######## bus_arbiter_flat ########
bus_arbiter_flat, placed standard cells:
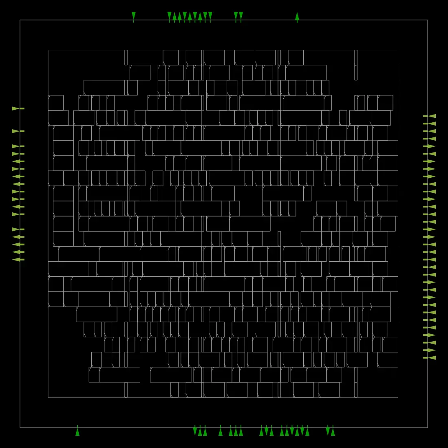
bus_arbiter_flat, pin map:
Pins as bars across the die edge, other pins in gray.
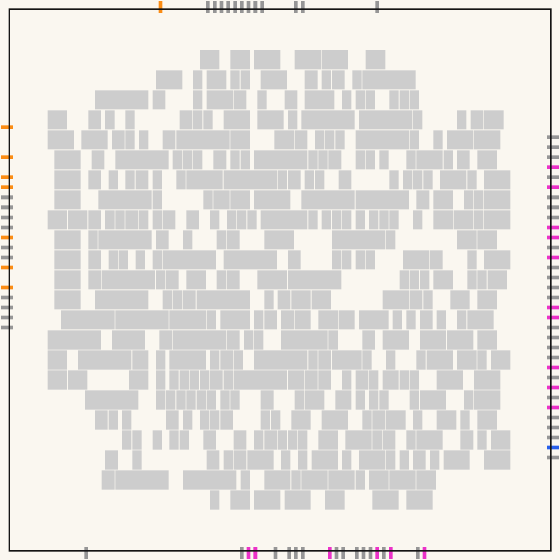
bus_arbiter_flat, the metal 3 layer:
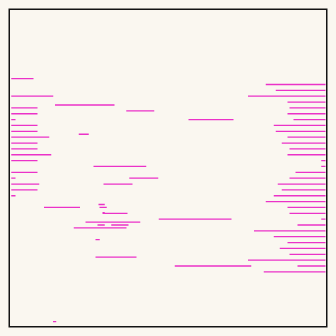
### config.mk
export PLATFORM = sky130hd
export DESIGN_NAME = bus_arbiter_flat
export DESIGN_NICKNAME = d
export VERILOG_FILES = /design/src/rtl/bus_arbiter_pkg.sv /design/src/rtl/bus_arbiter_if.sv /design/src/rtl/bus_arbiter_oam_dma_engine.sv /design/src/rtl/bus_arbiter.sv /design/src/flat_wrapper.sv
export SDC_FILE = /design/constraint.sdc
export NUM_CORES = 1
export LEC_CHECK = 0
export ABC_AREA = 1
export ABC_CLOCK_PERIOD_IN_PS = 2300
export CORE_MARGIN = 5
export CORE_UTILIZATION = 45
export CTS_CLUSTER_DIAMETER = 30
export DETAILED_ROUTE_END_ITERATION = 7
export PLACE_DENSITY = 0.86
export SLEW_MARGIN = 20
export SYNTH_ARGS = -nofsm -noshare
export SYNTH_HDL_FRONTEND = slang
export SYNTH_SLANG_ARGS = --single-unit
export TNS_END_PERCENT = 20
### constraint.sdc
create_clock -name phi1 -period 2.3 [get_ports phi1]
set_clock_uncertainty 0.2 [all_clocks]
set_input_delay 0.23 -clock phi1 [delete_from_list [all_inputs] [get_ports phi1]]
set_output_delay 0.23 -clock phi1 [all_outputs]
set_load 0.03 [all_outputs]
### src/rtl/bus_arbiter_pkg.sv
// Shared definitions for the bus arbiter and its OAM DMA engine:
// default widths, register addresses and the DMA sequencer state encoding.
package bus_arbiter_pkg;

    localparam int          DEF_REG_WIDTH    = 8;
    localparam int          DEF_ADDR_WIDTH   = 16;
    localparam int          DMA_IDX_WIDTH    = 8;
    localparam logic [15:0] DEF_OAM_DMA_REG  = 16'h4014;
    localparam logic [15:0] DEF_OAM_DATA_REG = 16'h2004;

    typedef enum logic [2:0] {
        ST_IDLE      = 3'd0,
        ST_DMA_HALT  = 3'd1,
        ST_DMA_ALIGN = 3'd2,
        ST_DMA_READ  = 3'd3,
        ST_DMA_WRITE = 3'd4
    } dma_state_e;

endpackage

### src/rtl/bus_arbiter_if.sv
// Requester/memory bus bundle: the arbiter takes the slave view, the
// requesters and memory model take the master view.
interface bus_arbiter_if
    import bus_arbiter_pkg::*;
#(
    parameter int REG_WIDTH  = DEF_REG_WIDTH,
    parameter int ADDR_WIDTH = DEF_ADDR_WIDTH
) ();

    logic                  fetch_req;
    logic [ADDR_WIDTH-1:0] fetch_addr;
    logic                  fetch_gnt;
    logic                  exec_req;
    logic                  exec_we;
    logic [ADDR_WIDTH-1:0] exec_addr;
    logic [REG_WIDTH-1:0]  exec_wdata;
    logic                  exec_gnt;
    logic [ADDR_WIDTH-1:0] mem_addr;
    logic                  mem_we;
    logic [REG_WIDTH-1:0]  mem_wdata;
    logic [REG_WIDTH-1:0]  mem_rdata;
    logic                  cpu_stall;
    logic                  dma_active;

    modport slave (
        input  fetch_req, fetch_addr, exec_req, exec_we, exec_addr, exec_wdata, mem_rdata,
        output fetch_gnt, exec_gnt, mem_addr, mem_we, mem_wdata, cpu_stall, dma_active
    );

    modport master (
        output fetch_req, fetch_addr, exec_req, exec_we, exec_addr, exec_wdata, mem_rdata,
        input  fetch_gnt, exec_gnt, mem_addr, mem_we, mem_wdata, cpu_stall, dma_active
    );

endinterface

### src/rtl/bus_arbiter_oam_dma_engine.sv
// OAM DMA sequencer: halt, optional alignment cycle, then 256 read/write
// pairs copying one page into the OAM data register.
module oam_dma_engine
    import bus_arbiter_pkg::*;
#(
    parameter int                    REG_WIDTH    = DEF_REG_WIDTH,
    parameter int                    ADDR_WIDTH   = DEF_ADDR_WIDTH,
    parameter logic [ADDR_WIDTH-1:0] OAM_DATA_REG = ADDR_WIDTH'(DEF_OAM_DATA_REG)
) (
    input  logic                  phi1,
    input  logic                  reset_n,
    input  logic                  trigger,
    input  logic [REG_WIDTH-1:0]  trigger_page,
    input  logic [REG_WIDTH-1:0]  mem_rdata,
    output logic                  dma_active,
    output logic [ADDR_WIDTH-1:0] dma_addr,
    output logic                  dma_we,
    output logic [REG_WIDTH-1:0]  dma_wdata
);

    dma_state_e                 state_r;
    dma_state_e                 state_nxt_s;
    logic [REG_WIDTH-1:0]       page_r;
    logic [REG_WIDTH-1:0]       buf_r;
    logic [DMA_IDX_WIDTH-1:0]   idx_r;
    logic                       parity_r;

    // Next-state decode and per-state bus drive
    always_comb begin
        state_nxt_s = state_r;
        dma_addr    = {ADDR_WIDTH{1'b0}};
        dma_we      = 1'b0;
        dma_wdata   = {REG_WIDTH{1'b0}};
        case (state_r)
            ST_IDLE: begin
                if (trigger) state_nxt_s = ST_DMA_HALT;
                else         state_nxt_s = ST_IDLE;
            end
            ST_DMA_HALT: begin
                // An odd halt cycle needs one extra cycle to line up reads
                if (parity_r) state_nxt_s = ST_DMA_ALIGN;
                else          state_nxt_s = ST_DMA_READ;
            end
            ST_DMA_ALIGN: begin
                state_nxt_s = ST_DMA_READ;
            end
            ST_DMA_READ: begin
                dma_addr    = ADDR_WIDTH'({page_r, idx_r});
                state_nxt_s = ST_DMA_WRITE;
            end
            ST_DMA_WRITE: begin
                dma_addr  = OAM_DATA_REG;
                dma_we    = 1'b1;
                dma_wdata = buf_r;
                if (idx_r == 8'hFF) state_nxt_s = ST_IDLE;
                else                state_nxt_s = ST_DMA_READ;
            end
            default: begin
                state_nxt_s = ST_IDLE;
            end
        endcase
    end

    // State, page/index/buffer registers and the free-running parity bit
    always_ff @(posedge phi1) begin
        if (!reset_n) begin
            state_r  <= ST_IDLE;
            page_r   <= {REG_WIDTH{1'b0}};
            buf_r    <= {REG_WIDTH{1'b0}};
            idx_r    <= 8'd0;
            parity_r <= 1'b0;
        end else begin
            state_r  <= state_nxt_s;
            parity_r <= ~parity_r;
            if (state_r == ST_IDLE && trigger)  page_r <= trigger_page;
            if (state_r == ST_DMA_READ)         buf_r  <= mem_rdata;
            if (state_r == ST_DMA_WRITE)        idx_r  <= idx_r + 8'd1;
        end
    end

    assign dma_active = (state_r != ST_IDLE);

endmodule

### src/rtl/bus_arbiter.sv
// Shared memory bus arbiter: exec beats fetch in the same cycle, and the
// OAM DMA engine takes the whole bus while it runs.
module bus_arbiter
    import bus_arbiter_pkg::*;
#(
    parameter int                    REG_WIDTH    = DEF_REG_WIDTH,
    parameter int                    ADDR_WIDTH   = DEF_ADDR_WIDTH,
    parameter logic [ADDR_WIDTH-1:0] OAM_DMA_REG  = ADDR_WIDTH'(DEF_OAM_DMA_REG),
    parameter logic [ADDR_WIDTH-1:0] OAM_DATA_REG = ADDR_WIDTH'(DEF_OAM_DATA_REG)
) (
    input  logic          phi1,
    input  logic          reset_n,
    bus_arbiter_if.slave  bus
);

    logic                  dma_active_s;
    logic [ADDR_WIDTH-1:0] dma_addr_s;
    logic                  dma_we_s;
    logic [REG_WIDTH-1:0]  dma_wdata_s;
    logic                  trigger_s;
    logic                  fetch_gnt_s;
    logic                  exec_gnt_s;
    logic [ADDR_WIDTH-1:0] mem_addr_s;
    logic                  mem_we_s;
    logic [REG_WIDTH-1:0]  mem_wdata_s;
    logic                  cpu_stall_s;
    logic                  dma_active_out_s;

    // Only a granted exec write to the trigger register starts a DMA
    assign trigger_s = reset_n && !dma_active_s && bus.exec_req && bus.exec_we &&
                       (bus.exec_addr == OAM_DMA_REG);

    oam_dma_engine #(
        .REG_WIDTH    (REG_WIDTH),
        .ADDR_WIDTH   (ADDR_WIDTH),
        .OAM_DATA_REG (OAM_DATA_REG)
    ) u_dma (
        .phi1         (phi1),
        .reset_n      (reset_n),
        .trigger      (trigger_s),
        .trigger_page (bus.exec_wdata),
        .mem_rdata    (bus.mem_rdata),
        .dma_active   (dma_active_s),
        .dma_addr     (dma_addr_s),
        .dma_we       (dma_we_s),
        .dma_wdata    (dma_wdata_s)
    );

    // Bus ownership mux; reset forces every output low whatever is requested
    always_comb begin
        fetch_gnt_s      = 1'b0;
        exec_gnt_s       = 1'b0;
        mem_addr_s       = {ADDR_WIDTH{1'b0}};
        mem_we_s         = 1'b0;
        mem_wdata_s      = {REG_WIDTH{1'b0}};
        cpu_stall_s      = 1'b0;
        dma_active_out_s = 1'b0;
        if (!reset_n) begin
            cpu_stall_s = 1'b0;
        end else if (dma_active_s) begin
            mem_addr_s       = dma_addr_s;
            mem_we_s         = dma_we_s;
            mem_wdata_s      = dma_wdata_s;
            cpu_stall_s      = 1'b1;
            dma_active_out_s = 1'b1;
        end else if (bus.exec_req) begin
            exec_gnt_s  = 1'b1;
            mem_addr_s  = bus.exec_addr;
            mem_we_s    = bus.exec_we;
            mem_wdata_s = bus.exec_wdata;
        end else if (bus.fetch_req) begin
            fetch_gnt_s = 1'b1;
            mem_addr_s  = bus.fetch_addr;
        end else begin
            cpu_stall_s = 1'b0;
        end
    end

    assign bus.fetch_gnt  = fetch_gnt_s;
    assign bus.exec_gnt   = exec_gnt_s;
    assign bus.mem_addr   = mem_addr_s;
    assign bus.mem_we     = mem_we_s;
    assign bus.mem_wdata  = mem_wdata_s;
    assign bus.cpu_stall  = cpu_stall_s;
    assign bus.dma_active = dma_active_out_s;

endmodule

### src/flat_wrapper.sv
// flat-port wrapper written by rule: the top's interface ports become plain ports
module bus_arbiter_flat import bus_arbiter_pkg::*;
#(
    parameter int                    REG_WIDTH    = DEF_REG_WIDTH,
    parameter int                    ADDR_WIDTH   = DEF_ADDR_WIDTH,
    parameter logic [ADDR_WIDTH-1:0] OAM_DMA_REG  = ADDR_WIDTH'(DEF_OAM_DMA_REG),
    parameter logic [ADDR_WIDTH-1:0] OAM_DATA_REG = ADDR_WIDTH'(DEF_OAM_DATA_REG)
)
  (phi1, reset_n, bus_fetch_req, bus_fetch_addr, bus_exec_req, bus_exec_we, bus_exec_addr, bus_exec_wdata, bus_mem_rdata, bus_fetch_gnt, bus_exec_gnt, bus_mem_addr, bus_mem_we, bus_mem_wdata, bus_cpu_stall, bus_dma_active);
  bus_arbiter_if #(.REG_WIDTH(REG_WIDTH), .ADDR_WIDTH(ADDR_WIDTH)) bus_i ();
  input  logic phi1;
  input  logic reset_n;
  input wire logic [$bits(bus_i.fetch_req)-1:0] bus_fetch_req;
  input wire logic [$bits(bus_i.fetch_addr)-1:0] bus_fetch_addr;
  input wire logic [$bits(bus_i.exec_req)-1:0] bus_exec_req;
  input wire logic [$bits(bus_i.exec_we)-1:0] bus_exec_we;
  input wire logic [$bits(bus_i.exec_addr)-1:0] bus_exec_addr;
  input wire logic [$bits(bus_i.exec_wdata)-1:0] bus_exec_wdata;
  input wire logic [$bits(bus_i.mem_rdata)-1:0] bus_mem_rdata;
  output wire logic [$bits(bus_i.fetch_gnt)-1:0] bus_fetch_gnt;
  output wire logic [$bits(bus_i.exec_gnt)-1:0] bus_exec_gnt;
  output wire logic [$bits(bus_i.mem_addr)-1:0] bus_mem_addr;
  output wire logic [$bits(bus_i.mem_we)-1:0] bus_mem_we;
  output wire logic [$bits(bus_i.mem_wdata)-1:0] bus_mem_wdata;
  output wire logic [$bits(bus_i.cpu_stall)-1:0] bus_cpu_stall;
  output wire logic [$bits(bus_i.dma_active)-1:0] bus_dma_active;
  assign bus_i.fetch_req = bus_fetch_req;
  assign bus_i.fetch_addr = bus_fetch_addr;
  assign bus_i.exec_req = bus_exec_req;
  assign bus_i.exec_we = bus_exec_we;
  assign bus_i.exec_addr = bus_exec_addr;
  assign bus_i.exec_wdata = bus_exec_wdata;
  assign bus_i.mem_rdata = bus_mem_rdata;
  assign bus_fetch_gnt = bus_i.fetch_gnt;
  assign bus_exec_gnt = bus_i.exec_gnt;
  assign bus_mem_addr = bus_i.mem_addr;
  assign bus_mem_we = bus_i.mem_we;
  assign bus_mem_wdata = bus_i.mem_wdata;
  assign bus_cpu_stall = bus_i.cpu_stall;
  assign bus_dma_active = bus_i.dma_active;
  bus_arbiter #(.REG_WIDTH(REG_WIDTH), .ADDR_WIDTH(ADDR_WIDTH), .OAM_DMA_REG(OAM_DMA_REG), .OAM_DATA_REG(OAM_DATA_REG)) u_core (.phi1(phi1), .reset_n(reset_n), .bus(bus_i));
endmodule
==> changes_impl.md <==
## Flow update

* Combinational Power at 0.309 mW
* First drt pass iteration count at 4
* Worst vdd ir at 0.3570 mV
* Worst setup path end: bus_mem_wdata[5]
* Clock power frac at 27.7%
* CP max-delay cell: dfxtp_1
* CP arrival at 1750 ps
* Ys async rst share at 0%
* EDFF count, synth at 0
* Status: completed
* DRC viols at 0
* Cells after Synth at 297
* Crit. End Element: output port
* Layout cells sized above 1 at 14.25%
* Register area share after synthesis at 30.98%
Notes on 'placed standard cells' of bus_arbiter_flat above:
core area: 0.003943 mm²
Flop Count: 28
Post-Layout Cell Count: 429
Fillers: 357
tap cells: 50

Notes on 'pin map' of bus_arbiter_flat above:
Orange stands for `bus_mem_rdata`, pins 8, direction input, edge 7 west, 1 north. Magenta stands for `bus_fetch_addr`, pins 16, direction input, edge 10 east, 6 south. Blue stands for `bus_fetch_gnt`, pins 1, direction output, edge east.

Notes on 'the metal 3 layer' of bus_arbiter_flat above:
The longest straight run is 17.7 µm. 65 nets have wire on it. The wires run mostly horizontal.

==> metal layers <==
metal | global-route usage (%) | vias up | wire (µm)
met2 | 34.96 | 88 | 2562
met1 | 26.25 | 919 | 2364
met4 | 8.048 | 0 | 99
met3 | 3.830 | 8 | 549
met5 | 0 | - | 0
li1 | - | 1114 | -
==> layout make-up <==
| type | instances | share of cell area (%) |
|---|---|---|
| Sequential cell | 28 | 20.94 |
| Clock buffer | 4 | 2.057 |
| Tap cell | 50 | 2.338 |
| Multi-Input combinational cell | 227 | 39.69 |
| Inverter | 32 | 4.488 |
| Timing Repair Buffer | 88 | 30.48 |
==> cell families (layout without fill, tap and decap cells) <==
| kind of cell | count (synthesis) | in the layout |
|---|---|---|
| and+or+nand+nor | 192 | 192 |
| DFF | 28 | 28 |
| AOI/OAI and AO/OA | 34 | 34 |
| adders and majority gates | 1 | 1 |
| buffers and inverters | 42 | 124 |
==> repair_timing <==
| item | 4_1_cts | 5_1_grt |
|---|---|---|
| gates resized | 0 | 1 |
| setup buffers | 0 | 0 |
| hold buffers | 0 | 0 |
| endpoints found under the setup margin | 0 | 1 |

######## and_gate ########
and_gate, placed standard cells:
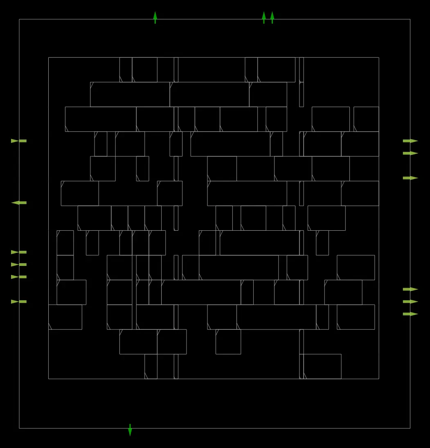
and_gate, cell area per tile:
The die is cut into 9 by 9 equal tiles; white is low, dark blue is high, 0 to 100% covered.
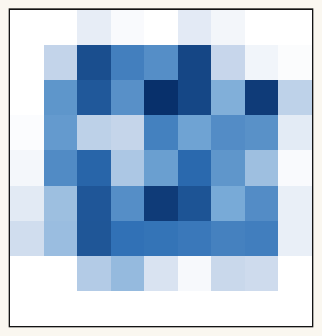
## config.mk

```make
export PLATFORM = sky130hd
export DESIGN_NAME = and_gate
export DESIGN_NICKNAME = d
export VERILOG_FILES = /design/src/rtl/and_gate_pkg.sv /design/src/rtl/and_gate.sv
export SDC_FILE = /design/constraint.sdc
export NUM_CORES = 1
export LEC_CHECK = 0
export ABC_AREA = 1
export CAP_MARGIN = 10
export CORE_AREA = 3 3 40 42
export DETAILED_ROUTE_END_ITERATION = 7
export DIE_AREA = 0 0 43 45
export MAX_ROUTING_LAYER = met4
export PLACE_DENSITY_LB_ADDON = 0.08
export SLEW_MARGIN = 40
export SYNTH_ARGS = -nofsm -noshare
export SYNTH_HDL_FRONTEND = slang
export SYNTH_SLANG_ARGS = --single-unit
```

## constraint.sdc

```tcl
create_clock -name clk -period 0.8 [get_ports clk]
set_input_delay 0.08 -clock clk [delete_from_list [all_inputs] [get_ports clk]]
set_output_delay 0.08 -clock clk [all_outputs]
set_load 0.03 [all_outputs]
```

## src/rtl/and_gate_pkg.sv

```systemverilog
// rtl/and_gate_pkg.sv - shared constants and helpers for the and_gate cell
package and_gate_pkg;

    localparam int COMBO_COUNT = 8;

    // One-hot mask for a 3-bit lane-0 input combination {a, b, c}
    function automatic logic [COMBO_COUNT-1:0] combo_onehot(input logic [2:0] idx);
        logic [COMBO_COUNT-1:0] mask;
        mask = '0;
        mask[idx] = 1'b1;
        return mask;
    endfunction

endpackage

```

## src/rtl/and_gate.sv

```systemverilog
// rtl/and_gate.sv - three-input AND cell with registered copy and lane-0 coverage tracker
module and_gate
    import and_gate_pkg::*;
#(
    parameter int WIDTH       = 1,
    parameter int REG_OUT_RST = 0
) (
    input  logic                   clk,
    input  logic                   rst,
    input  logic [WIDTH-1:0]       a,
    input  logic [WIDTH-1:0]       b,
    input  logic [WIDTH-1:0]       c,
    output logic [WIDTH-1:0]       y,
    output logic [WIDTH-1:0]       y_q,
    output logic [COMBO_COUNT-1:0] combo_seen,
    output logic                   all_seen
);

    localparam logic RST_BIT = REG_OUT_RST[0];

    logic [2:0] combo_idx;

    assign y         = a & b & c;
    assign combo_idx = {a[0], b[0], c[0]};
    assign all_seen  = &combo_seen;

    always_ff @(posedge clk) begin
        if (rst) begin
            y_q <= {WIDTH{RST_BIT}};
        end else begin
            y_q <= a & b & c;
        end
    end

    // Sticky bitmap: bits only accumulate until the next reset
    always_ff @(posedge clk) begin
        if (rst) begin
            combo_seen <= '0;
        end else begin
            combo_seen <= combo_seen | combo_onehot(combo_idx);
        end
    end

endmodule

```

==> changes_impl.md <==
## Flow update

* Clk ins delay skew pair at 250 ps
* Worst Slack Setup Final at -295.5 ps
* Final count of negative-setup-slack endpoints at 9
* Setup WS pre-CTS at -286.9 ps
* DR iter-0 viols at 4
* Yosys Instances at 43
* Post-Route WL at 818 µm
* CP arrival at 1020 ps
* Layout cells sized above 1 at 65.33%
* Buffers plus inverters on the worst setup path at 1
* P&R area growth vs syn at 104.3%
* First-pass GRT wire length at 1462 µm
* Status: complete, but fails checks
* Area leader share at 51.80%
* Failing checks: negative setup slack
* I/O Pins at 16
* CP startpoint: combo_seen[0]
* Netlist cell types at 11
* Worst path depth at 3
* Hpwl dp at 647.6 µm
* Fmax at 912.8 MHz
* CP max-delay cell: dfxtp_4
* Vias per inst at 4.211
* Flop+latch power at 0.473 mW
## Picture notes: 'placed standard cells' of and_gate
core area: 0.001285 mm²
tap cells: 15

## Picture notes: 'cell area per tile' of and_gate
The densest ninth of the die: center. The mean over all tiles is 36%. 25% of the tiles are nearly empty. The fullest tile reaches 100%. 15% of the tiles are over 75% full.

## worst max-delay path by stage
stage	endpoint	slack (ps)
floorplan	all_seen	-40
global placement	y	-270
detailed placement	y	-290
CTS	all_seen	-310
global route	all_seen	-350
finish	all_seen	-300
## layer usage
metal	GRT usage, %	vias to the layer above
met5	-	-
met4	9.036	0
met3	4.781	2
met2	14.67	12
met1	12.86	163
li1	-	202
## flip-flops by register name, summed over array words and instances, names as in the netlist
register    count
combo_seen      8
y_q             1
## Yosys cell counts
master   count
buf_2        1
nand2_1      2
nand3_2      1
a21oi_1      5
dfxtp_1      9
a21oi_2      3
nor2_1       3
inv_2        1
inv_1       11
nand4_1      2
nand3_1      5
## area by class of cell
class                   instances  area [µm²]
clock buffers                   4       26.28
repair buffers                 29       280.3
multi-input cells              21       128.9
well taps                      15       18.77
fillers                       131       574.3
inverters                      12       45.04
flip-flops and latches          9       211.5
## timing repair
action                     4_1_cts  5_1_grt
pin swaps                        2        3
gates resized                   21        9
buffers inserted                 2        2
setup endpoints to repair       11       12
## logic make-up after synthesis
group | after synthesis | synth area share [%]
flops | 9 | 51.80
buf+inv | 13 | 14.39
compound gates | 8 | 14.75
simple gates | 13 | 19.06

######## pharmacy_dispatcher ########
## src/rtl/pharmacy_dispatcher.sv

```systemverilog
`default_nettype none
// ============================================================================
// Module   : pharmacy_dispatcher
// Purpose  : Command-side controller for a 10-entry min-heap store.
//            Converts arrival, serve and dump requests into heap command
//            sequences and collects the heap's list stream.
// Ports    : clk, rst_n                     - clock, async active-low reset
//            tick                           - advance time-stamp counter
//            arr_valid/arr_id/arr_ready     - arrival (check-in) handshake
//            srv_req/srv_done/srv_empty/srv_id
//                                           - serve (pop minimum) request/result
//            dump_req/dump_valid/dump_id/dump_done
//                                           - full listing request/stream
//            occupancy                      - entries currently held
//            hm_mode/hm_studentID/hm_checkInTime
//                                           - heap command outputs
//            hm_listOutput/hm_listBusy/hm_ready
//                                           - heap list stream / status inputs
// Revision : 1.0 - initial release
// ============================================================================
module pharmacy_dispatcher #(
  parameter int DEPTH    = 10,
  parameter int TIME_MAX = 31
) (
  input  logic       clk,
  input  logic       rst_n,
  input  logic       tick,
  input  logic       arr_valid,
  input  logic [4:0] arr_id,
  output logic       arr_ready,
  input  logic       srv_req,
  output logic       srv_done,
  output logic       srv_empty,
  output logic [4:0] srv_id,
  input  logic       dump_req,
  output logic       dump_valid,
  output logic [4:0] dump_id,
  output logic       dump_done,
  output logic [3:0] occupancy,
  output logic [1:0] hm_mode,
  output logic [4:0] hm_studentID,
  output logic [7:0] hm_checkInTime,
  input  logic [4:0] hm_listOutput,
  input  logic       hm_listBusy,
  input  logic       hm_ready
);

  localparam logic [3:0] c_depth    = 4'(DEPTH);
  localparam logic [4:0] c_time_max = 5'(TIME_MAX);

  localparam logic [1:0] c_mode_list   = 2'd0;
  localparam logic [1:0] c_mode_nop    = 2'd1;
  localparam logic [1:0] c_mode_insert = 2'd2;
  localparam logic [1:0] c_mode_delete = 2'd3;

  typedef enum logic [1:0] {
    IDLE = 2'd0,
    PEEK = 2'd1,
    DEL  = 2'd2,
    DUMP = 2'd3
  } state_t;

  state_t     r_state;
  logic [4:0] r_time;
  logic [3:0] r_cnt;   // edges spent in DUMP; capture starts on the second
  logic       w_arr_accept;
  logic       w_unused_hm_ready;

  // hm_ready is informational only; the command schedule is fixed.
  assign w_unused_hm_ready = hm_ready;

  assign arr_ready    = rst_n && (r_state == IDLE) && (occupancy < c_depth) && !srv_req;
  assign w_arr_accept = arr_valid && arr_ready;

  // Time stamp saturates rather than wrapping so late arrivals never
  // appear older than early ones.
  always_ff @(posedge clk or negedge rst_n) begin
    if (!rst_n) begin
      r_time <= 5'd0;
    end else if (tick && (r_time != c_time_max)) begin
      r_time <= r_time + 5'd1;
    end
  end

  always_ff @(posedge clk or negedge rst_n) begin
    if (!rst_n) begin
      r_state        <= IDLE;
      r_cnt          <= 4'd0;
      occupancy      <= 4'd0;
      hm_mode        <= c_mode_nop;
      hm_studentID   <= 5'd0;
      hm_checkInTime <= 8'd0;
      srv_done       <= 1'b0;
      srv_empty      <= 1'b0;
      srv_id         <= 5'd0;
      dump_valid     <= 1'b0;
      dump_id        <= 5'd0;
      dump_done      <= 1'b0;
    end else begin
      hm_mode    <= c_mode_nop;
      srv_done   <= 1'b0;
      srv_empty  <= 1'b0;
      dump_valid <= 1'b0;
      dump_done  <= 1'b0;

      case (r_state)
        IDLE: begin
          if (srv_req) begin
            if (occupancy != 4'd0) begin
              hm_mode <= c_mode_list;
              r_state <= PEEK;
            end else begin
              srv_done  <= 1'b1;
              srv_empty <= 1'b1;
            end
          end else if (w_arr_accept) begin
            hm_mode        <= c_mode_insert;
            hm_studentID   <= arr_id;
            hm_checkInTime <= {3'b000, r_time};
            occupancy      <= occupancy + 4'd1;
          end else if (dump_req) begin
            if (occupancy != 4'd0) begin
              hm_mode <= c_mode_list;
              r_cnt   <= 4'd0;
              r_state <= DUMP;
            end else begin
              dump_done <= 1'b1;
            end
          end
        end

        // Heap latches the root on this edge; delete it on the next.
        PEEK: begin
          hm_mode <= c_mode_delete;
          r_state <= DEL;
        end

        DEL: begin
          srv_id   <= hm_listOutput;
          srv_done <= 1'b1;
          if (occupancy != 4'd0) begin
            occupancy <= occupancy - 4'd1;
          end
          r_state <= IDLE;
        end

        // List mode is held for occupancy+1 edges; the first edge only
        // loads the heap's output register, the remaining ones capture.
        DUMP: begin
          if (r_cnt != 4'd0) begin
            dump_valid <= hm_listBusy;
            dump_id    <= hm_listOutput;
          end
          if (r_cnt == occupancy) begin
            dump_done <= 1'b1;
            r_state   <= IDLE;
          end else begin
            hm_mode <= c_mode_list;
          end
          r_cnt <= r_cnt + 4'd1;
        end

        default: r_state <= IDLE;
      endcase
    end
  end

endmodule
`default_nettype wire

```

## config.mk

```make
export PLATFORM = sky130hd
export DESIGN_NAME = pharmacy_dispatcher
export DESIGN_NICKNAME = d
export VERILOG_FILES = /design/src/rtl/pharmacy_dispatcher.sv
export SDC_FILE = /design/constraint.sdc
export NUM_CORES = 1
export LEC_CHECK = 0
export CAP_MARGIN = 20
export CORE_AREA = 5 5 57 80
export DETAILED_ROUTE_END_ITERATION = 16
export DIE_AREA = 0 0 62 85
export DONT_BUFFER_PORTS = 1
export PLACE_DENSITY_LB_ADDON = 0.15
export REMOVE_ABC_BUFFERS = 1
export SYNTH_ARGS = -nofsm -noshare
export SYNTH_HDL_FRONTEND = slang
export SYNTH_SLANG_ARGS = --single-unit
export TNS_END_PERCENT = 5
```

## constraint.sdc

```tcl
create_clock -name clk -period 1.75 [get_ports clk]
set_input_delay 0.525 -clock clk [delete_from_list [all_inputs] [get_ports clk]]
set_output_delay 0.525 -clock clk [all_outputs]
set_load 0.01 [all_outputs]
```

pharmacy_dispatcher, cell area per tile:
The die is cut into 6 by 8 equal tiles; white is low, dark blue is high, 0 to 100% covered.
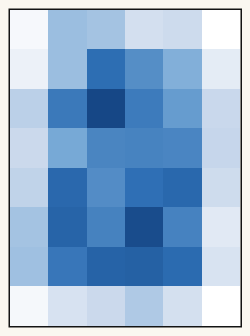
The mean over all tiles is 45%. The emptiest ninth of the die: north-east. The densest ninth of the die: center. The fullest tile reaches 91%. 4.2% of the tiles are nearly empty.

pharmacy_dispatcher, placed standard cells:
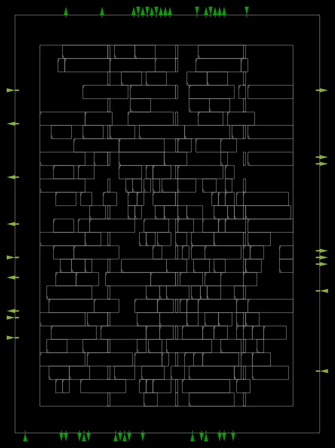
tap cells: 43
sequential share of cell area: 42.41%
Fillers: 314

==> changes_impl.md <==
## Flow update

* Status: complete, but fails checks
* Failing checks: negative setup slack
* Final Core Density at 64.02%
* PortBufs at 0
* R2R cell count at 8
* Clock skew at 2.199 ps
* Most common logic cells in the final layout: dfrtp_1, buf_4, mux2_2
* DR iter-0 viols at 57
* I/O Pins at 52
* Post-Synth Simple-Gate Area at 11.47%
* First drt pass iteration count at 4
* Synthesis area per yosys at 0.002028 mm²
* Combinational Power Share at 44.9%
* # hold bufs at CTS at 1
* DRC viols at 0
* Area fraction in compound gates at 6.971%
* Cells after Synth at 170
* Dominant comb cell: multiplexers
* Post-DR wirelength/cell at 17.41 µm
* Placed Cells at 229
* Top Layer Used: met4
* Hold Fails Final Rpt at 0
* Yosys warnings at 0
* Setup repair bufs after CTS at 3
* Worst r2r dst: occupancy[2]
* Yosys Instances at 170
* Final count of negative-setup-slack endpoints at 6
* Sequential cell area at 0.001027 mm²
* Worst Slack Setup Final at -150.8 ps
* Crit. End Element: output port
pharmacy_dispatcher, clock wires, drivers and flops:
The bar under the picture is 20 µm long.
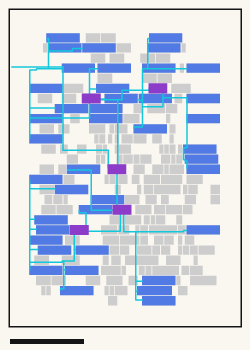
Purple stands for clock-net drivers, count 5. Cyan stands for clock wires, length 445 µm. Blue stands for flip-flops, count 41.
There are 6 routed clock nets. Position of the flops: spread over the die.

[area by class of cell]
class / count / share of cell area (%)
Clock buffer: 7 / 3.977
Clock inverter: 1 / 0.3616
Inverter: 11 / 1.705
Multi-Input combinational cell: 112 / 39.93
Sequential cell: 41 / 42.41
Tap cell: 43 / 2.221
Timing Repair Buffer: 26 / 9.401
[state kept, by name (all words and copies together), names as in the netlist]
signal / count
dump_done: 1
dump_id: 5
dump_valid: 1
hm_checkInTime: 5
hm_mode: 2
hm_studentID: 5
occupancy: 4
r_cnt: 4
r_state: 2
r_time: 5
srv_done: 1
srv_empty: 1
srv_id: 5
[worst max-delay path by stage]
stage,cells after the start,start,end
floorplan,7,r_state[0],occupancy[3]
global placement,8,r_state[0],occupancy[3]
detailed placement,8,r_state[0],occupancy[3]
CTS,5,r_state[0],arr_ready
global route,5,r_state[0],arr_ready
finish,5,r_state[0],arr_ready
[through the flow]
step / hold slack, ps / power, mW
after CTS: 63.20 / 4.670
final: 64.77 / 4.736
after detailed placement: 230.9 / 3.832
after global routing: 49.13 / 5.124
after floorplan: 229.4 / 3.097
after global placement: 230.8 / 3.695

Power is estimated from default activity; no workload was simulated.
